# ---- block 1 ----
--- config.mk ---
export PLATFORM = sky130hd
export DESIGN_NAME = fpu_issue_controller_flat
export DESIGN_NICKNAME = d
export VERILOG_FILES = /design/src/rtl/fpu_issue_controller_pkg.sv /design/src/rtl/fpu_issue_controller_if.sv /design/src/rtl/fpu_wait_timer.sv /design/src/rtl/fpu_issue_controller.sv /design/src/flat_wrapper.sv
export SDC_FILE = /design/constraint.sdc
export NUM_CORES = 1
export LEC_CHECK = 0
export ABC_CLOCK_PERIOD_IN_PS = 4950
export CAP_MARGIN = 20
export CORE_UTILIZATION = 41
export DETAILED_ROUTE_END_ITERATION = 7
export PLACE_DENSITY_LB_ADDON = 0.05
export SETUP_SLACK_MARGIN = 0.02
export SKIP_CTS_REPAIR_TIMING = 1
export SYNTH_ARGS = -nofsm -noshare
export SYNTH_HDL_FRONTEND = slang
export SYNTH_HIERARCHICAL = 1
export SYNTH_SLANG_ARGS = --single-unit
--- constraint.sdc ---
create_clock -name clk -period 4.95 [get_ports clk]
set_input_delay 0.7425 -clock clk [delete_from_list [all_inputs] [get_ports clk]]
set_output_delay 0.7425 -clock clk [all_outputs]
set_load 0.05 [all_outputs]
--- src/rtl/fpu_issue_controller_pkg.sv ---
// Shared FPU opcodes, issue-controller state encoding and small helpers.
package fpu_issue_controller_pkg;

  localparam logic [1:0] FPU_ADD  = 2'd0;
  localparam logic [1:0] FPU_SUB  = 2'd1;
  localparam logic [1:0] FPU_MUL  = 2'd2;
  localparam logic [1:0] FPU_SQRT = 2'd3;

  typedef enum logic [1:0] {
    IDLE  = 2'd0,
    ISSUE = 2'd1,
    WAIT  = 2'd2,
    RESP  = 2'd3
  } fic_state_e;

  function automatic logic [7:0] sat_inc8(input logic [7:0] v);
    return (v == 8'hFF) ? v : v + 8'd1;
  endfunction

endpackage

--- src/rtl/fpu_issue_controller_if.sv ---
// Request, FPU and response channels of the FPU issue controller.
interface fpu_issue_controller_if #(
  parameter int WIDTH = 32,
  parameter int TAG_W = 5
);
  logic             req_valid;
  logic             req_ready;
  logic [1:0]       req_operation;
  logic [WIDTH-1:0] req_operand_1;
  logic [WIDTH-1:0] req_operand_2;
  logic [TAG_W-1:0] req_tag;
  logic [1:0]       fpu_operation;
  logic [WIDTH-1:0] fpu_operand_1;
  logic [WIDTH-1:0] fpu_operand_2;
  logic [WIDTH-1:0] fpu_result;
  logic             fpu_ready;
  logic             rsp_valid;
  logic             rsp_ready;
  logic [WIDTH-1:0] rsp_result;
  logic [TAG_W-1:0] rsp_tag;
  logic             rsp_timeout;
  logic             stall;
  logic [7:0]       timeout_count;

  modport master (
    output req_valid, req_operation, req_operand_1, req_operand_2, req_tag,
           fpu_result, fpu_ready, rsp_ready,
    input  req_ready, fpu_operation, fpu_operand_1, fpu_operand_2,
           rsp_valid, rsp_result, rsp_tag, rsp_timeout, stall, timeout_count
  );

  modport slave (
    input  req_valid, req_operation, req_operand_1, req_operand_2, req_tag,
           fpu_result, fpu_ready, rsp_ready,
    output req_ready, fpu_operation, fpu_operand_1, fpu_operand_2,
           rsp_valid, rsp_result, rsp_tag, rsp_timeout, stall, timeout_count
  );
endinterface

--- src/rtl/fpu_wait_timer.sv ---
// Down-counter bounding the FPU wait; expire rises after TIMEOUT_CYCLES-1 enabled cycles.
module fpu_wait_timer #(
  parameter int TIMEOUT_CYCLES = 64
) (
  input  logic clk,
  input  logic reset,
  input  logic clr,
  input  logic en,
  output logic expire
);
  localparam int CW = $clog2(TIMEOUT_CYCLES);
  localparam logic [CW-1:0] LOAD = CW'(TIMEOUT_CYCLES - 1);

  logic [CW-1:0] cnt;

  always_ff @(posedge clk or posedge reset) begin
    if (reset)                 cnt <= LOAD;
    else if (clr)              cnt <= LOAD;
    else if (en && cnt != '0)  cnt <= cnt - 1'b1;
  end

  assign expire = (cnt == '0);
endmodule

--- src/rtl/fpu_issue_controller.sv ---
// Requester side of the fixed-point unit: one op in flight, held operands, timeout abort.
module fpu_issue_controller
  import fpu_issue_controller_pkg::*;
#(
  parameter int WIDTH          = 32,
  parameter int FBITS          = 10,
  parameter int TIMEOUT_CYCLES = 64,
  parameter int TAG_W          = 5
) (
  input  logic                   clk,
  input  logic                   reset,
  fpu_issue_controller_if.slave  bus
);
  if (TIMEOUT_CYCLES < 2) begin : g_bad_timeout
    $error("TIMEOUT_CYCLES must be at least 2");
  end
  if (FBITS >= WIDTH) begin : g_bad_fbits
    $error("FBITS must be smaller than WIDTH");
  end

  fic_state_e       state, state_nxt;
  logic [1:0]       hold_op;
  logic [WIDTH-1:0] hold_a, hold_b;
  logic [TAG_W-1:0] hold_tag;
  logic [WIDTH-1:0] rsp_result_q;
  logic             rsp_timeout_q;
  logic [7:0]       to_cnt_q;
  logic             expire;

  fpu_wait_timer #(.TIMEOUT_CYCLES(TIMEOUT_CYCLES)) u_timer (
    .clk    (clk),
    .reset  (reset),
    .clr    (state == ISSUE),
    .en     (state == WAIT),
    .expire (expire)
  );

  always_ff @(posedge clk or posedge reset) begin
    if (reset) state <= IDLE;
    else       state <= state_nxt;
  end

  // ISSUE never looks at fpu_ready, so a ready left high by the last op is masked.
  always_comb begin
    state_nxt = state;
    case (state)
      IDLE:  if (bus.req_valid)                state_nxt = ISSUE;
      ISSUE:                                   state_nxt = WAIT;
      WAIT:  if (bus.fpu_ready || expire)      state_nxt = RESP;
      RESP:  if (bus.rsp_ready)                state_nxt = IDLE;
      default:                                 state_nxt = IDLE;
    endcase
  end

  always_ff @(posedge clk or posedge reset) begin
    if (reset) begin
      hold_op       <= '0;
      hold_a        <= '0;
      hold_b        <= '0;
      hold_tag      <= '0;
      rsp_result_q  <= '0;
      rsp_timeout_q <= 1'b0;
      to_cnt_q      <= '0;
    end else begin
      if (state == IDLE && bus.req_valid) begin
        hold_op  <= bus.req_operation;
        hold_a   <= bus.req_operand_1;
        hold_b   <= bus.req_operand_2;
        hold_tag <= bus.req_tag;
      end
      // Ready wins over a coinciding expiry.
      if (state == WAIT) begin
        if (bus.fpu_ready) begin
          rsp_result_q  <= bus.fpu_result;
          rsp_timeout_q <= 1'b0;
        end else if (expire) begin
          rsp_result_q  <= '0;
          rsp_timeout_q <= 1'b1;
          to_cnt_q      <= sat_inc8(to_cnt_q);
        end
      end
    end
  end

  assign bus.req_ready     = (state == IDLE);
  assign bus.stall         = bus.req_valid && (state != IDLE);
  assign bus.fpu_operation = hold_op;
  assign bus.fpu_operand_1 = hold_a;
  assign bus.fpu_operand_2 = hold_b;
  assign bus.rsp_valid     = (state == RESP);
  assign bus.rsp_result    = rsp_result_q;
  assign bus.rsp_tag       = hold_tag;
  assign bus.rsp_timeout   = rsp_timeout_q;
  assign bus.timeout_count = to_cnt_q;
endmodule

--- src/flat_wrapper.sv ---
// flat-port wrapper written by rule: the top's interface ports become plain ports
module fpu_issue_controller_flat import fpu_issue_controller_pkg::*;
#(
  parameter int WIDTH          = 32,
  parameter int FBITS          = 10,
  parameter int TIMEOUT_CYCLES = 64,
  parameter int TAG_W          = 5
)
  (clk, reset, bus_req_valid, bus_req_operation, bus_req_operand_1, bus_req_operand_2, bus_req_tag, bus_fpu_result, bus_fpu_ready, bus_rsp_ready, bus_req_ready, bus_fpu_operation, bus_fpu_operand_1, bus_fpu_operand_2, bus_rsp_valid, bus_rsp_result, bus_rsp_tag, bus_rsp_timeout, bus_stall, bus_timeout_count);
  fpu_issue_controller_if #(.WIDTH(WIDTH), .TAG_W(TAG_W)) bus_i ();
  input  logic clk;
  input  logic reset;
  input wire logic [$bits(bus_i.req_valid)-1:0] bus_req_valid;
  input wire logic [$bits(bus_i.req_operation)-1:0] bus_req_operation;
  input wire logic [$bits(bus_i.req_operand_1)-1:0] bus_req_operand_1;
  input wire logic [$bits(bus_i.req_operand_2)-1:0] bus_req_operand_2;
  input wire logic [$bits(bus_i.req_tag)-1:0] bus_req_tag;
  input wire logic [$bits(bus_i.fpu_result)-1:0] bus_fpu_result;
  input wire logic [$bits(bus_i.fpu_ready)-1:0] bus_fpu_ready;
  input wire logic [$bits(bus_i.rsp_ready)-1:0] bus_rsp_ready;
  output wire logic [$bits(bus_i.req_ready)-1:0] bus_req_ready;
  output wire logic [$bits(bus_i.fpu_operation)-1:0] bus_fpu_operation;
  output wire logic [$bits(bus_i.fpu_operand_1)-1:0] bus_fpu_operand_1;
  output wire logic [$bits(bus_i.fpu_operand_2)-1:0] bus_fpu_operand_2;
  output wire logic [$bits(bus_i.rsp_valid)-1:0] bus_rsp_valid;
  output wire logic [$bits(bus_i.rsp_result)-1:0] bus_rsp_result;
  output wire logic [$bits(bus_i.rsp_tag)-1:0] bus_rsp_tag;
  output wire logic [$bits(bus_i.rsp_timeout)-1:0] bus_rsp_timeout;
  output wire logic [$bits(bus_i.stall)-1:0] bus_stall;
  output wire logic [$bits(bus_i.timeout_count)-1:0] bus_timeout_count;
  assign bus_i.req_valid = bus_req_valid;
  assign bus_i.req_operation = bus_req_operation;
  assign bus_i.req_operand_1 = bus_req_operand_1;
  assign bus_i.req_operand_2 = bus_req_operand_2;
  assign bus_i.req_tag = bus_req_tag;
  assign bus_i.fpu_result = bus_fpu_result;
  assign bus_i.fpu_ready = bus_fpu_ready;
  assign bus_i.rsp_ready = bus_rsp_ready;
  assign bus_req_ready = bus_i.req_ready;
  assign bus_fpu_operation = bus_i.fpu_operation;
  assign bus_fpu_operand_1 = bus_i.fpu_operand_1;
  assign bus_fpu_operand_2 = bus_i.fpu_operand_2;
  assign bus_rsp_valid = bus_i.rsp_valid;
  assign bus_rsp_result = bus_i.rsp_result;
  assign bus_rsp_tag = bus_i.rsp_tag;
  assign bus_rsp_timeout = bus_i.rsp_timeout;
  assign bus_stall = bus_i.stall;
  assign bus_timeout_count = bus_i.timeout_count;
  fpu_issue_controller #(.WIDTH(WIDTH), .FBITS(FBITS), .TIMEOUT_CYCLES(TIMEOUT_CYCLES), .TAG_W(TAG_W)) u_core (.clk(clk), .reset(reset), .bus(bus_i));
endmodule
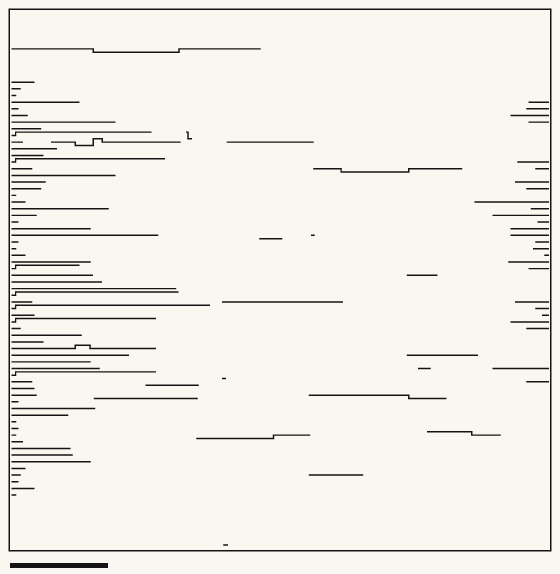
Fig. 1. Signal wires on met3 (block 1).
The bar under the picture is 20 um long.
share of all routed wire: 9.3%
longest straight run: 39.6 um
wire length on this layer: 1,130 um
main direction: horizontal
nets with wire on the layer: 97
routing usage on met3: 0.106
final wirelength: 12,200 um
via count: 3,552

==> flow_summary.toml <==
# implementation run metrics
[finish]
clkCellAreaFrac = 0.0889
stdcell_area_um2 = 7870
syn2layout_area_growth_pct = 63.7
largest_class = "flip-flops and latches"
seq_cells = 120
fillers = 869
antenna_cells = 0
layout_top_cells = "clkdlybuf4s50_1 (222), dfrtp_1 (114), mux2_2 (73)"
buffer_area_frac = 0.288
clkbuf_count = 17
logic_gate_count = 174
seq_area_um2 = 3010

[worst_setup_path]
crit_top_cell = "clkdlybuf4s50_1"
cp-end-kind = "output pin"
reg2reg_from = "u_core/u_timer/cnt[0]$_DFFE_PP1P_"
slowest_stage = "clkdlybuf4s50_1"
arrival_ps = 2180
start_kind = "input port"

[synth]
yosysCellCount = 319
synth.avg_cell_area_um2 = 15.1
yosysTopAreaCell = "dfrtp_1"
synth_cells = 319
common_cells = "dfrtp_1 (114), mux2_2 (73), a22o_1 (32)"
synthTopLogicFamily = "multiplexers"
synthMuxAreaShare = 0.174

[power]
p_comb_frac = 0.518
vdd.ir_drop.worst_v = 0.000502
p_clk_frac = 0.223
total_power_mw = 6.50
power_leakage_nw = 3.39
swShare = 0.433
sequentialPowerShare = 0.259

[route]
met2WireLength_um = 6360
ant_nets = 0
drc = 0
wl_per_cell_um = 17.3
wl_met1_um = 4570
drt_iter0_drc = 145
drt_pass1_iterations = 4

[place]
portBuffers = 222
gp_congestion = 0.759

[global_routing]
grtUsageTotal = 0.210
grt_max_degree = 65
grt_use_met1 = 0.223
grt_pass1_wl_um = 18700

[cts]
cts_buffer_depth = 2
clkSinkCount = 120
htree_num_levels = 4
cts.clk_slew.worst_paths_ps = 60
clk_latency_ps = 410

[die]
chipWidth_um = 110
rows = 39

[run_status]
outcome = "completed"

[flow_run]
warnings = 30

[final_timing]
max_clock_freq_mhz = 342
rsz0062_at_grt = "no"
maxSlewViolCount = 0
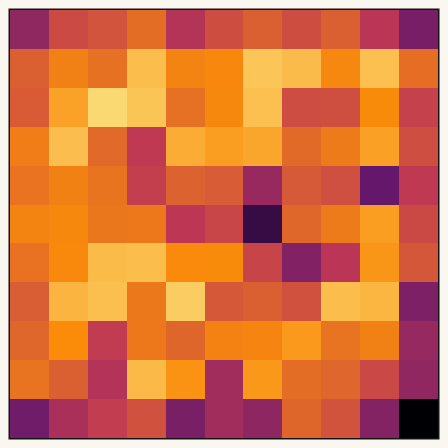
Fig. 2. Cell density map (block 1).
11 x 11 tiles, from black (low) to pale yellow (high), 0 to 100% covered.
tiles over 75% full: 22%
nearly empty tiles: 0.80%
fullest tile: 92%
Core Util, Final: 0.689
Core ar.: 11,400 um^2


# ---- block 2 ----
Fig. 3: block 2, signal wires on met3
The bar under the picture is 50 um long.
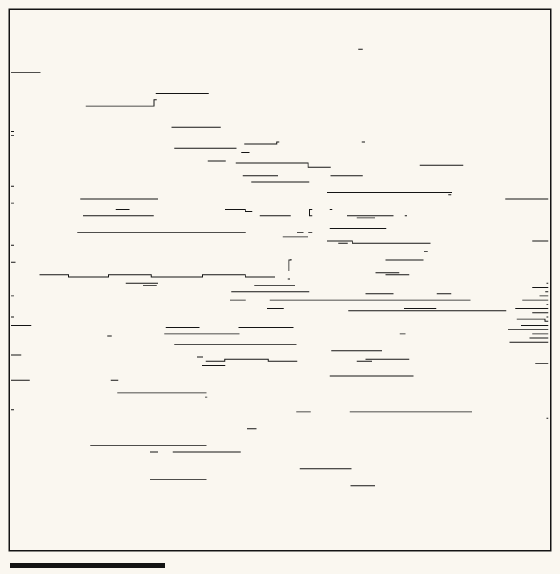
Fig. 4: block 2, cell density map
17 x 17 tiles, from black (low) to pale yellow (high), 0 to 100% covered.
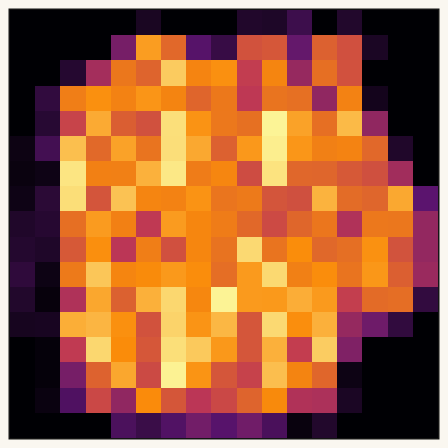
**src/rtl/tx_stereo_fifo.sv**
```systemverilog
// tx_stereo_fifo
//   Transmit FIFO for a stereo (I2S-style) serial output. Words are pushed
//   with a left/right channel tag. On every word-select transition, seen on a
//   bit_en strobe, the head entry is popped and shifted out MSB-first on sdo.
//   Output starts one strobe after the transition, which gives the I2S
//   one-bit delay.
//
// Parameters
//   WIDTH   stored word width (16..32)
//   ADDR    address bits, DEPTH = 2**ADDR
//   AF_LVL  almost_full threshold  (level >= AF_LVL)
//   AE_LVL  almost_empty threshold (level <= AE_LVL)
//
// Ports
//   clk, rst_                  clock, asynchronous active-low reset
//   wr_en, din, wr_ch          push request, word, channel tag (0=L, 1=R)
//   bit_en, ws, frame_16       serial strobe, word select, 16-bit frame mode
//   flush, clr_err             synchronous queue clear, sticky-flag clear
//   sdo                        registered serial data
//   full, empty, almost_full,
//   almost_empty, level        occupancy status
//   overflow, underflow,
//   ch_err                     sticky error flags
module tx_stereo_fifo #(
    parameter int WIDTH  = 32,
    parameter int ADDR   = 3,
    parameter int AF_LVL = 6,
    parameter int AE_LVL = 2
) (
    input  logic             clk,
    input  logic             rst_,
    input  logic             wr_en,
    input  logic [WIDTH-1:0] din,
    input  logic             wr_ch,
    input  logic             bit_en,
    input  logic             ws,
    input  logic             frame_16,
    input  logic             flush,
    input  logic             clr_err,
    output logic             sdo,
    output logic             full,
    output logic             empty,
    output logic             almost_full,
    output logic             almost_empty,
    output logic [ADDR:0]    level,
    output logic             overflow,
    output logic             underflow,
    output logic             ch_err
);

    localparam int DEPTH = 2 ** ADDR;
    localparam int BW    = $clog2(WIDTH + 1);

    localparam logic [ADDR:0] C_DEPTH = (ADDR + 1)'(DEPTH);
    localparam logic [ADDR:0] C_AF    = (ADDR + 1)'(AF_LVL);
    localparam logic [ADDR:0] C_AE    = (ADDR + 1)'(AE_LVL);
    localparam logic [BW-1:0] C_BITS_FULL = BW'(WIDTH);
    localparam logic [BW-1:0] C_BITS_16   = BW'(16);

    // Storage: {tag, word}
    logic [WIDTH:0]    r_mem [DEPTH];
    logic [ADDR:0]     r_wptr;
    logic [ADDR:0]     r_rptr;

    // Serializer state
    logic [WIDTH-1:0]  r_shreg;
    logic [BW-1:0]     r_bcnt;
    logic              r_ws_q;
    logic              r_sdo;

    // Sticky flags
    logic              r_ovf;
    logic              r_unf;
    logic              r_cherr;

    logic [ADDR:0]     w_level;
    logic              w_full;
    logic              w_empty;
    logic [WIDTH:0]    w_head;
    logic              w_head_tag;
    logic [WIDTH-1:0]  w_head_word;
    logic [WIDTH-1:0]  w_low16;
    logic [WIDTH-1:0]  w_load_word;
    logic              w_slot;
    logic              w_push;
    logic              w_pop;
    logic              w_ovf_set;
    logic              w_unf_set;
    logic              w_cherr_set;

    // Pointers are one bit wider than the address. Their difference is
    // therefore the true occupancy 0..DEPTH, with no ambiguity between
    // full and empty.
    assign w_level = r_wptr - r_rptr;
    assign w_full  = (w_level == C_DEPTH);
    assign w_empty = (w_level == '0);

    assign w_head      = r_mem[r_rptr[ADDR-1:0]];
    assign w_head_tag  = w_head[WIDTH];
    assign w_head_word = w_head[WIDTH-1:0];

    // In 16-bit frame mode the low half-word is left-aligned, so the
    // serializer always shifts from the top bit.
    always_comb begin
        w_low16       = '0;
        w_low16[15:0] = w_head_word[15:0];
        w_load_word   = frame_16 ? (w_low16 << (WIDTH - 16)) : w_head_word;
    end

    assign w_slot      = bit_en && (ws != r_ws_q);
    assign w_push      = wr_en && !w_full && !flush;
    assign w_pop       = w_slot && !w_empty && !flush;
    assign w_ovf_set   = wr_en && w_full && !flush;
    assign w_unf_set   = w_slot && w_empty && !flush;
    assign w_cherr_set = w_pop && (w_head_tag != ws);

    always_ff @(posedge clk) begin
        if (w_push) begin
            r_mem[r_wptr[ADDR-1:0]] <= {wr_ch, din};
        end
    end

    always_ff @(posedge clk or negedge rst_) begin
        if (!rst_) begin
            r_wptr <= '0;
            r_rptr <= '0;
        end else if (flush) begin
            r_wptr <= '0;
            r_rptr <= '0;
        end else begin
            if (w_push) begin
                r_wptr <= r_wptr + 1'b1;
            end
            if (w_pop) begin
                r_rptr <= r_rptr + 1'b1;
            end
        end
    end

    // Serializer. sdo always takes the current MSB, or 0 once the word has
    // been sent. A slot start then overrides the shift with a fresh load.
    always_ff @(posedge clk or negedge rst_) begin
        if (!rst_) begin
            r_shreg <= '0;
            r_bcnt  <= '0;
            r_ws_q  <= 1'b0;
            r_sdo   <= 1'b0;
        end else if (bit_en) begin
            r_ws_q <= ws;
            r_sdo  <= (r_bcnt != '0) ? r_shreg[WIDTH-1] : 1'b0;
            if (w_slot) begin
                if (w_pop) begin
                    r_shreg <= w_load_word;
                    r_bcnt  <= frame_16 ? C_BITS_16 : C_BITS_FULL;
                end else begin
                    r_shreg <= '0;
                    r_bcnt  <= '0;
                end
            end else if (r_bcnt != '0) begin
                r_shreg <= {r_shreg[WIDTH-2:0], 1'b0};
                r_bcnt  <= r_bcnt - 1'b1;
            end
        end
    end

    // A set event in the same cycle as clr_err wins.
    always_ff @(posedge clk or negedge rst_) begin
        if (!rst_) begin
            r_ovf   <= 1'b0;
            r_unf   <= 1'b0;
            r_cherr <= 1'b0;
        end else begin
            r_ovf   <= w_ovf_set   | (r_ovf   & ~clr_err);
            r_unf   <= w_unf_set   | (r_unf   & ~clr_err);
            r_cherr <= w_cherr_set | (r_cherr & ~clr_err);
        end
    end

    assign sdo          = r_sdo;
    assign full         = w_full;
    assign empty        = w_empty;
    assign almost_full  = (w_level >= C_AF);
    assign almost_empty = (w_level <= C_AE);
    assign level        = w_level;
    assign overflow     = r_ovf;
    assign underflow    = r_unf;
    assign ch_err       = r_cherr;

endmodule

```
**config.mk**
```make
export PLATFORM = sky130hd
export DESIGN_NAME = tx_stereo_fifo
export DESIGN_NICKNAME = d
export VERILOG_FILES = /design/src/rtl/tx_stereo_fifo.sv
export SDC_FILE = /design/constraint.sdc
export NUM_CORES = 1
export LEC_CHECK = 0
export CAP_MARGIN = 0
export CORE_MARGIN = 3
export CORE_UTILIZATION = 45
export DETAILED_ROUTE_END_ITERATION = 8
export MAX_ROUTING_LAYER = met4
export PLACE_DENSITY = 0.73
export SETUP_SLACK_MARGIN = 0.5
export SYNTH_ARGS = -nofsm -noshare
export SYNTH_HDL_FRONTEND = slang
export SYNTH_SLANG_ARGS = --single-unit
```
**constraint.sdc**
```tcl
create_clock -name clk -period 10.5 [get_ports clk]
set_clock_uncertainty 0.1 [all_clocks]
set_input_delay 2.1 -clock clk [delete_from_list [all_inputs] [get_ports clk]]
set_output_delay 2.1 -clock clk [all_outputs]
set_load 0.01 [all_outputs]
```
==> flow_summary.toml <==
# implementation run metrics
[global_routing]
grtUsageTotal = 0.168
grt_use_met1 = 0.238
grt-busiest-layer = "met2"

[finish]
stdcell_area_um2 = 14700
clkbuf_count = 41
largest_reg_flops = 264

[final_timing]
min_period_ps = 6600

[worst_setup_path]
r2r-end = "r_mem[0][6]$_DFFE_PP_"

[power]
p_clk_frac = 0.323
p_comb_frac = 0.214
power_leakage_nw = 4.96

[synth]
synth_top_area_share = 0.623
synthMuxAreaShare = 0.144
ys_ff = 315
synth-simple-area-share = 0.0381

[place]
dp_hpwl_um = 13400

[route]
wl_met3_um = 1260
wl_met1_um = 10900
drt_iter0_drc = 609

[flow_run]
drv_cap = 0

[run_status]
outcome = "completed"

[die]
io_pins = 53
About Fig. 3:
longest straight run: 64.4 um
wire length on this layer: 1,260 um
main direction: horizontal
share of all routed wire: 5.2%
routing usage on met3: 0.0328
final wirelength: 24,300 um
via count: 6,425

About Fig. 4:
tiles over 75% full: 23%
nearly empty tiles: 19%
densest ninth of the die: center
Init Core Util: 0.464
Core Util, Final: 0.537
Core ar.: 27,400 um^2


# ---- block 3 ----
Fig. 5: block 3, placed standard cells
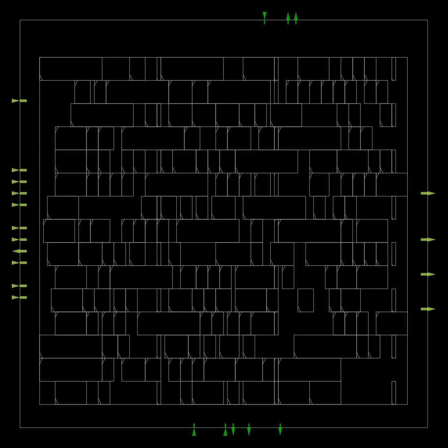
Fig. 6: block 3, cell density map
10 x 10 tiles, from black (low) to pale yellow (high), 0 to 100% covered.
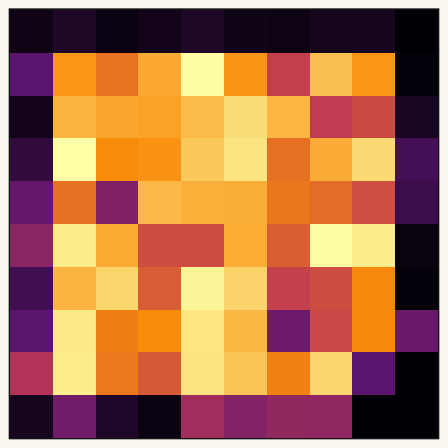
File: src/rtl/t_down_counter_pkg.sv
// rtl/t_down_counter_pkg.sv - shared constants and types for the T flip-flop down counter
//
// Purpose: default counter width, FSM state encoding and Mode input encodings
//          shared by t_down_counter and its testbench.
// Contents:
//    T_DOWN_WIDTH  default counter width
//    state_t       IDLE=0, RUN=1
//    ONE_SHOT      Mode value that stops at terminal count
//    AUTO_RELOAD   Mode value that reloads at terminal count
package t_down_counter_pkg;

   localparam int T_DOWN_WIDTH = 8;

   typedef enum logic {
      IDLE = 1'b0,
      RUN  = 1'b1
   } state_t;

   localparam logic ONE_SHOT    = 1'b0;
   localparam logic AUTO_RELOAD = 1'b1;

endpackage

File: src/rtl/t_down_counter_t_ff.sv
// rtl/t_down_counter_t_ff.sv - single T flip-flop with synchronous clear and load
//
// Purpose: one bit of the down counter. Priority per edge: Reset, load, toggle, hold.
// Ports:
//    CLK      clock, rising edge
//    Reset    synchronous active-high clear to 0
//    i_t      toggle enable
//    i_ld     synchronous load enable
//    i_ld_d   load data
//    o_q      registered bit value
module t_ff (
   input  logic CLK,
   input  logic Reset,
   input  logic i_t,
   input  logic i_ld,
   input  logic i_ld_d,
   output logic o_q
);

   logic r_q;

   always_ff @(posedge CLK) begin
      if (Reset) begin
         r_q <= 1'b0;
      end else if (i_ld) begin
         r_q <= i_ld_d;
      end else if (i_t) begin
         r_q <= ~r_q;
      end
   end

   assign o_q = r_q;

endmodule

File: src/rtl/t_down_counter.sv
// rtl/t_down_counter.sv - loadable down counter built from T flip-flops
//
// Purpose: loads a value, counts it down once per enabled cycle while in RUN,
//          pulses TC on the terminal decrement, then stops (one-shot) or
//          reloads the last loaded value (auto-reload).
// Ports:
//    CLK    clock, rising edge
//    Reset  synchronous active-high reset
//    Load   load D into the count and reload register
//    D      load value
//    En     count enable, only honoured in RUN
//    Mode   0 = one-shot, 1 = auto-reload (sampled at terminal decrement only)
//    Q      current count (registered)
//    Busy   high while in RUN
//    TC     registered one-cycle terminal-count pulse
module t_down_counter
   import t_down_counter_pkg::*;
#(
   parameter int WIDTH = T_DOWN_WIDTH
) (
   input  logic             CLK,
   input  logic             Reset,
   input  logic             Load,
   input  logic [WIDTH-1:0] D,
   input  logic             En,
   input  logic             Mode,
   output logic [WIDTH-1:0] Q,
   output logic             Busy,
   output logic             TC
);

   state_t           r_state;
   state_t           w_state_nxt;
   logic [WIDTH-1:0] r_reload;
   logic             r_tc;

   logic [WIDTH-1:0] w_q;
   logic [WIDTH-1:0] w_borrow;
   logic [WIDTH-1:0] w_t;
   logic             w_count;
   logic             w_term;
   logic             w_ld;
   logic [WIDTH-1:0] w_ld_d;

   assign w_count = (r_state == RUN) && En;
   assign w_term  = w_count && (w_q == WIDTH'(1));

   // Decrement by toggling: bit i flips when every lower bit is 0 (borrow ripple).
   assign w_borrow[0] = 1'b1;
   genvar gi;
   generate
      for (gi = 1; gi < WIDTH; gi++) begin : g_borrow
         assign w_borrow[gi] = w_borrow[gi-1] & ~w_q[gi-1];
      end
   endgenerate

   assign w_t = w_count ? w_borrow : '0;

   // One-shot terminal needs no load: toggling 1 gives 0. Auto-reload and an
   // explicit Load override the toggles; Load takes priority over reload data.
   assign w_ld   = Load || (w_term && (Mode == AUTO_RELOAD));
   assign w_ld_d = Load ? D : r_reload;

   generate
      for (gi = 0; gi < WIDTH; gi++) begin : g_bit
         t_ff u_t_ff (
            .CLK    (CLK),
            .Reset  (Reset),
            .i_t    (w_t[gi]),
            .i_ld   (w_ld),
            .i_ld_d (w_ld_d[gi]),
            .o_q    (w_q[gi])
         );
      end
   endgenerate

   always_ff @(posedge CLK) begin
      if (Reset) begin
         r_state <= IDLE;
      end else begin
         r_state <= w_state_nxt;
      end
   end

   always_comb begin
      w_state_nxt = r_state;
      if (Load) begin
         w_state_nxt = (D != '0) ? RUN : IDLE;
      end else if (w_term && (Mode == ONE_SHOT)) begin
         w_state_nxt = IDLE;
      end
   end

   always_ff @(posedge CLK) begin
      if (Reset) begin
         r_reload <= '0;
         r_tc     <= 1'b0;
      end else begin
         if (Load) begin
            r_reload <= D;
         end
         // Load coinciding with terminal decrement suppresses the pulse.
         r_tc <= w_term && !Load;
      end
   end

   assign Q    = w_q;
   assign Busy = (r_state == RUN);
   assign TC   = r_tc;

endmodule
File: config.mk
export PLATFORM = sky130hd
export DESIGN_NAME = t_down_counter
export DESIGN_NICKNAME = d
export VERILOG_FILES = /design/src/rtl/t_down_counter_pkg.sv /design/src/rtl/t_down_counter_t_ff.sv /design/src/rtl/t_down_counter.sv
export SDC_FILE = /design/constraint.sdc
export NUM_CORES = 1
export LEC_CHECK = 0
export ABC_AREA = 1
export CAP_MARGIN = 40
export CORE_MARGIN = 2
export CORE_UTILIZATION = 51
export CTS_BUF_LIST = sky130_fd_sc_hd__clkbuf_4
export CTS_CLUSTER_SIZE = 10
export DETAILED_ROUTE_END_ITERATION = 16
export PLACE_DENSITY = 0.81
export SLEW_MARGIN = 20
export SYNTH_ARGS = -nofsm -noshare
export SYNTH_HDL_FRONTEND = slang
export SYNTH_HIERARCHICAL = 1
export SYNTH_SLANG_ARGS = --single-unit
File: constraint.sdc
create_clock -name CLK -period 1.9 [get_ports CLK]
set_clock_uncertainty 0.05 [all_clocks]
set_input_delay 0.19 -clock CLK [delete_from_list [all_inputs] [get_ports CLK]]
set_output_delay 0.19 -clock CLK [all_outputs]
set_load 0.01 [all_outputs]
==> flow_summary.toml <==
# implementation run metrics
[run_status]
outcome = "completed"

[worst_setup_path]
path_max_fanout = 8
arrival_ps = 1830

[finish]
sh_comb_area = 0.393
antenna_cells = 0

[power]
p_clk_frac = 0.244
power_leakage_nw = 0.625

[synth]
synth-simple-area-share = 0.350
top_cells_by_area = "dfxtp_1 (37%), nand2_1 (20%), inv_1 (11%)"
yosysCellCount = 154
yosysTopAreaCell = "dfxtp_1"

[place]
dp_hpwl_um = 1750

[final_timing]
rsz0062_at_grt = "no"
hold_viol = 0

[hold_path]
hold_path.class = "register to register"
Notes on Fig. 5 above:
Fillers: 159
flip-flops: 18
Core Util, Final: 0.718
Seq area share: 0.284

Notes on Fig. 6 above:
nearly empty tiles: 6.0%
fullest tile: 100%
tiles over 75% full: 37%
mean over tiles: 54%
densest ninth of the die: center
Init Core Util: 0.557
Core ar.: 1760 um^2



==> screenshots <==
Logic cells by family.
image #1
The bar under the picture is 10 um long.
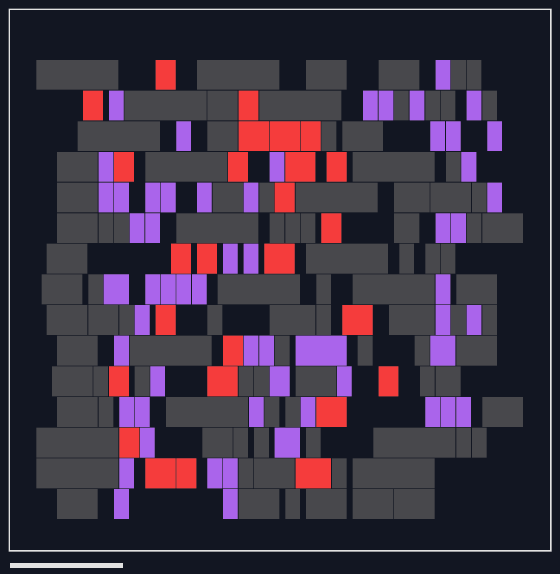
image #2
The bar under the picture is 50 um long.
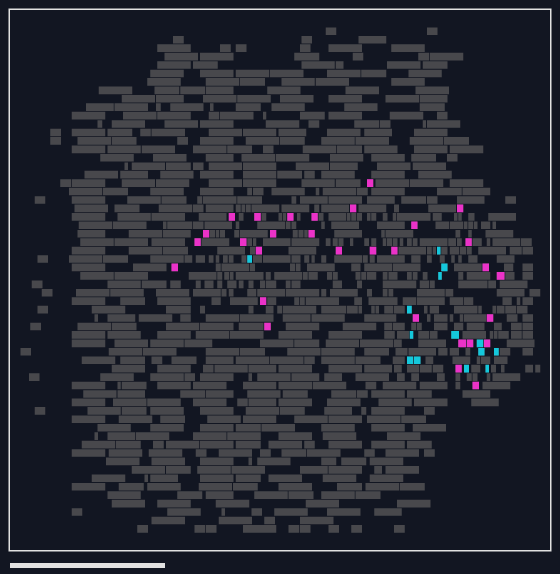
image #3
The bar under the picture is 20 um long.
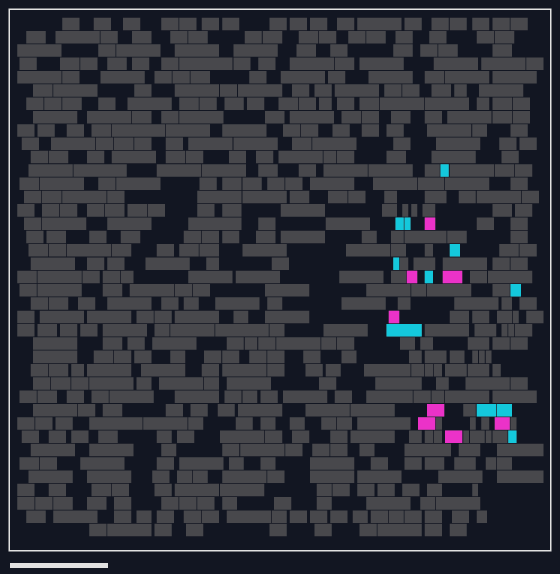
- block 1 = image #3
- block 2 = image #2
- block 3 = image #1
- fewest cells: image #1
- largest die: image #2

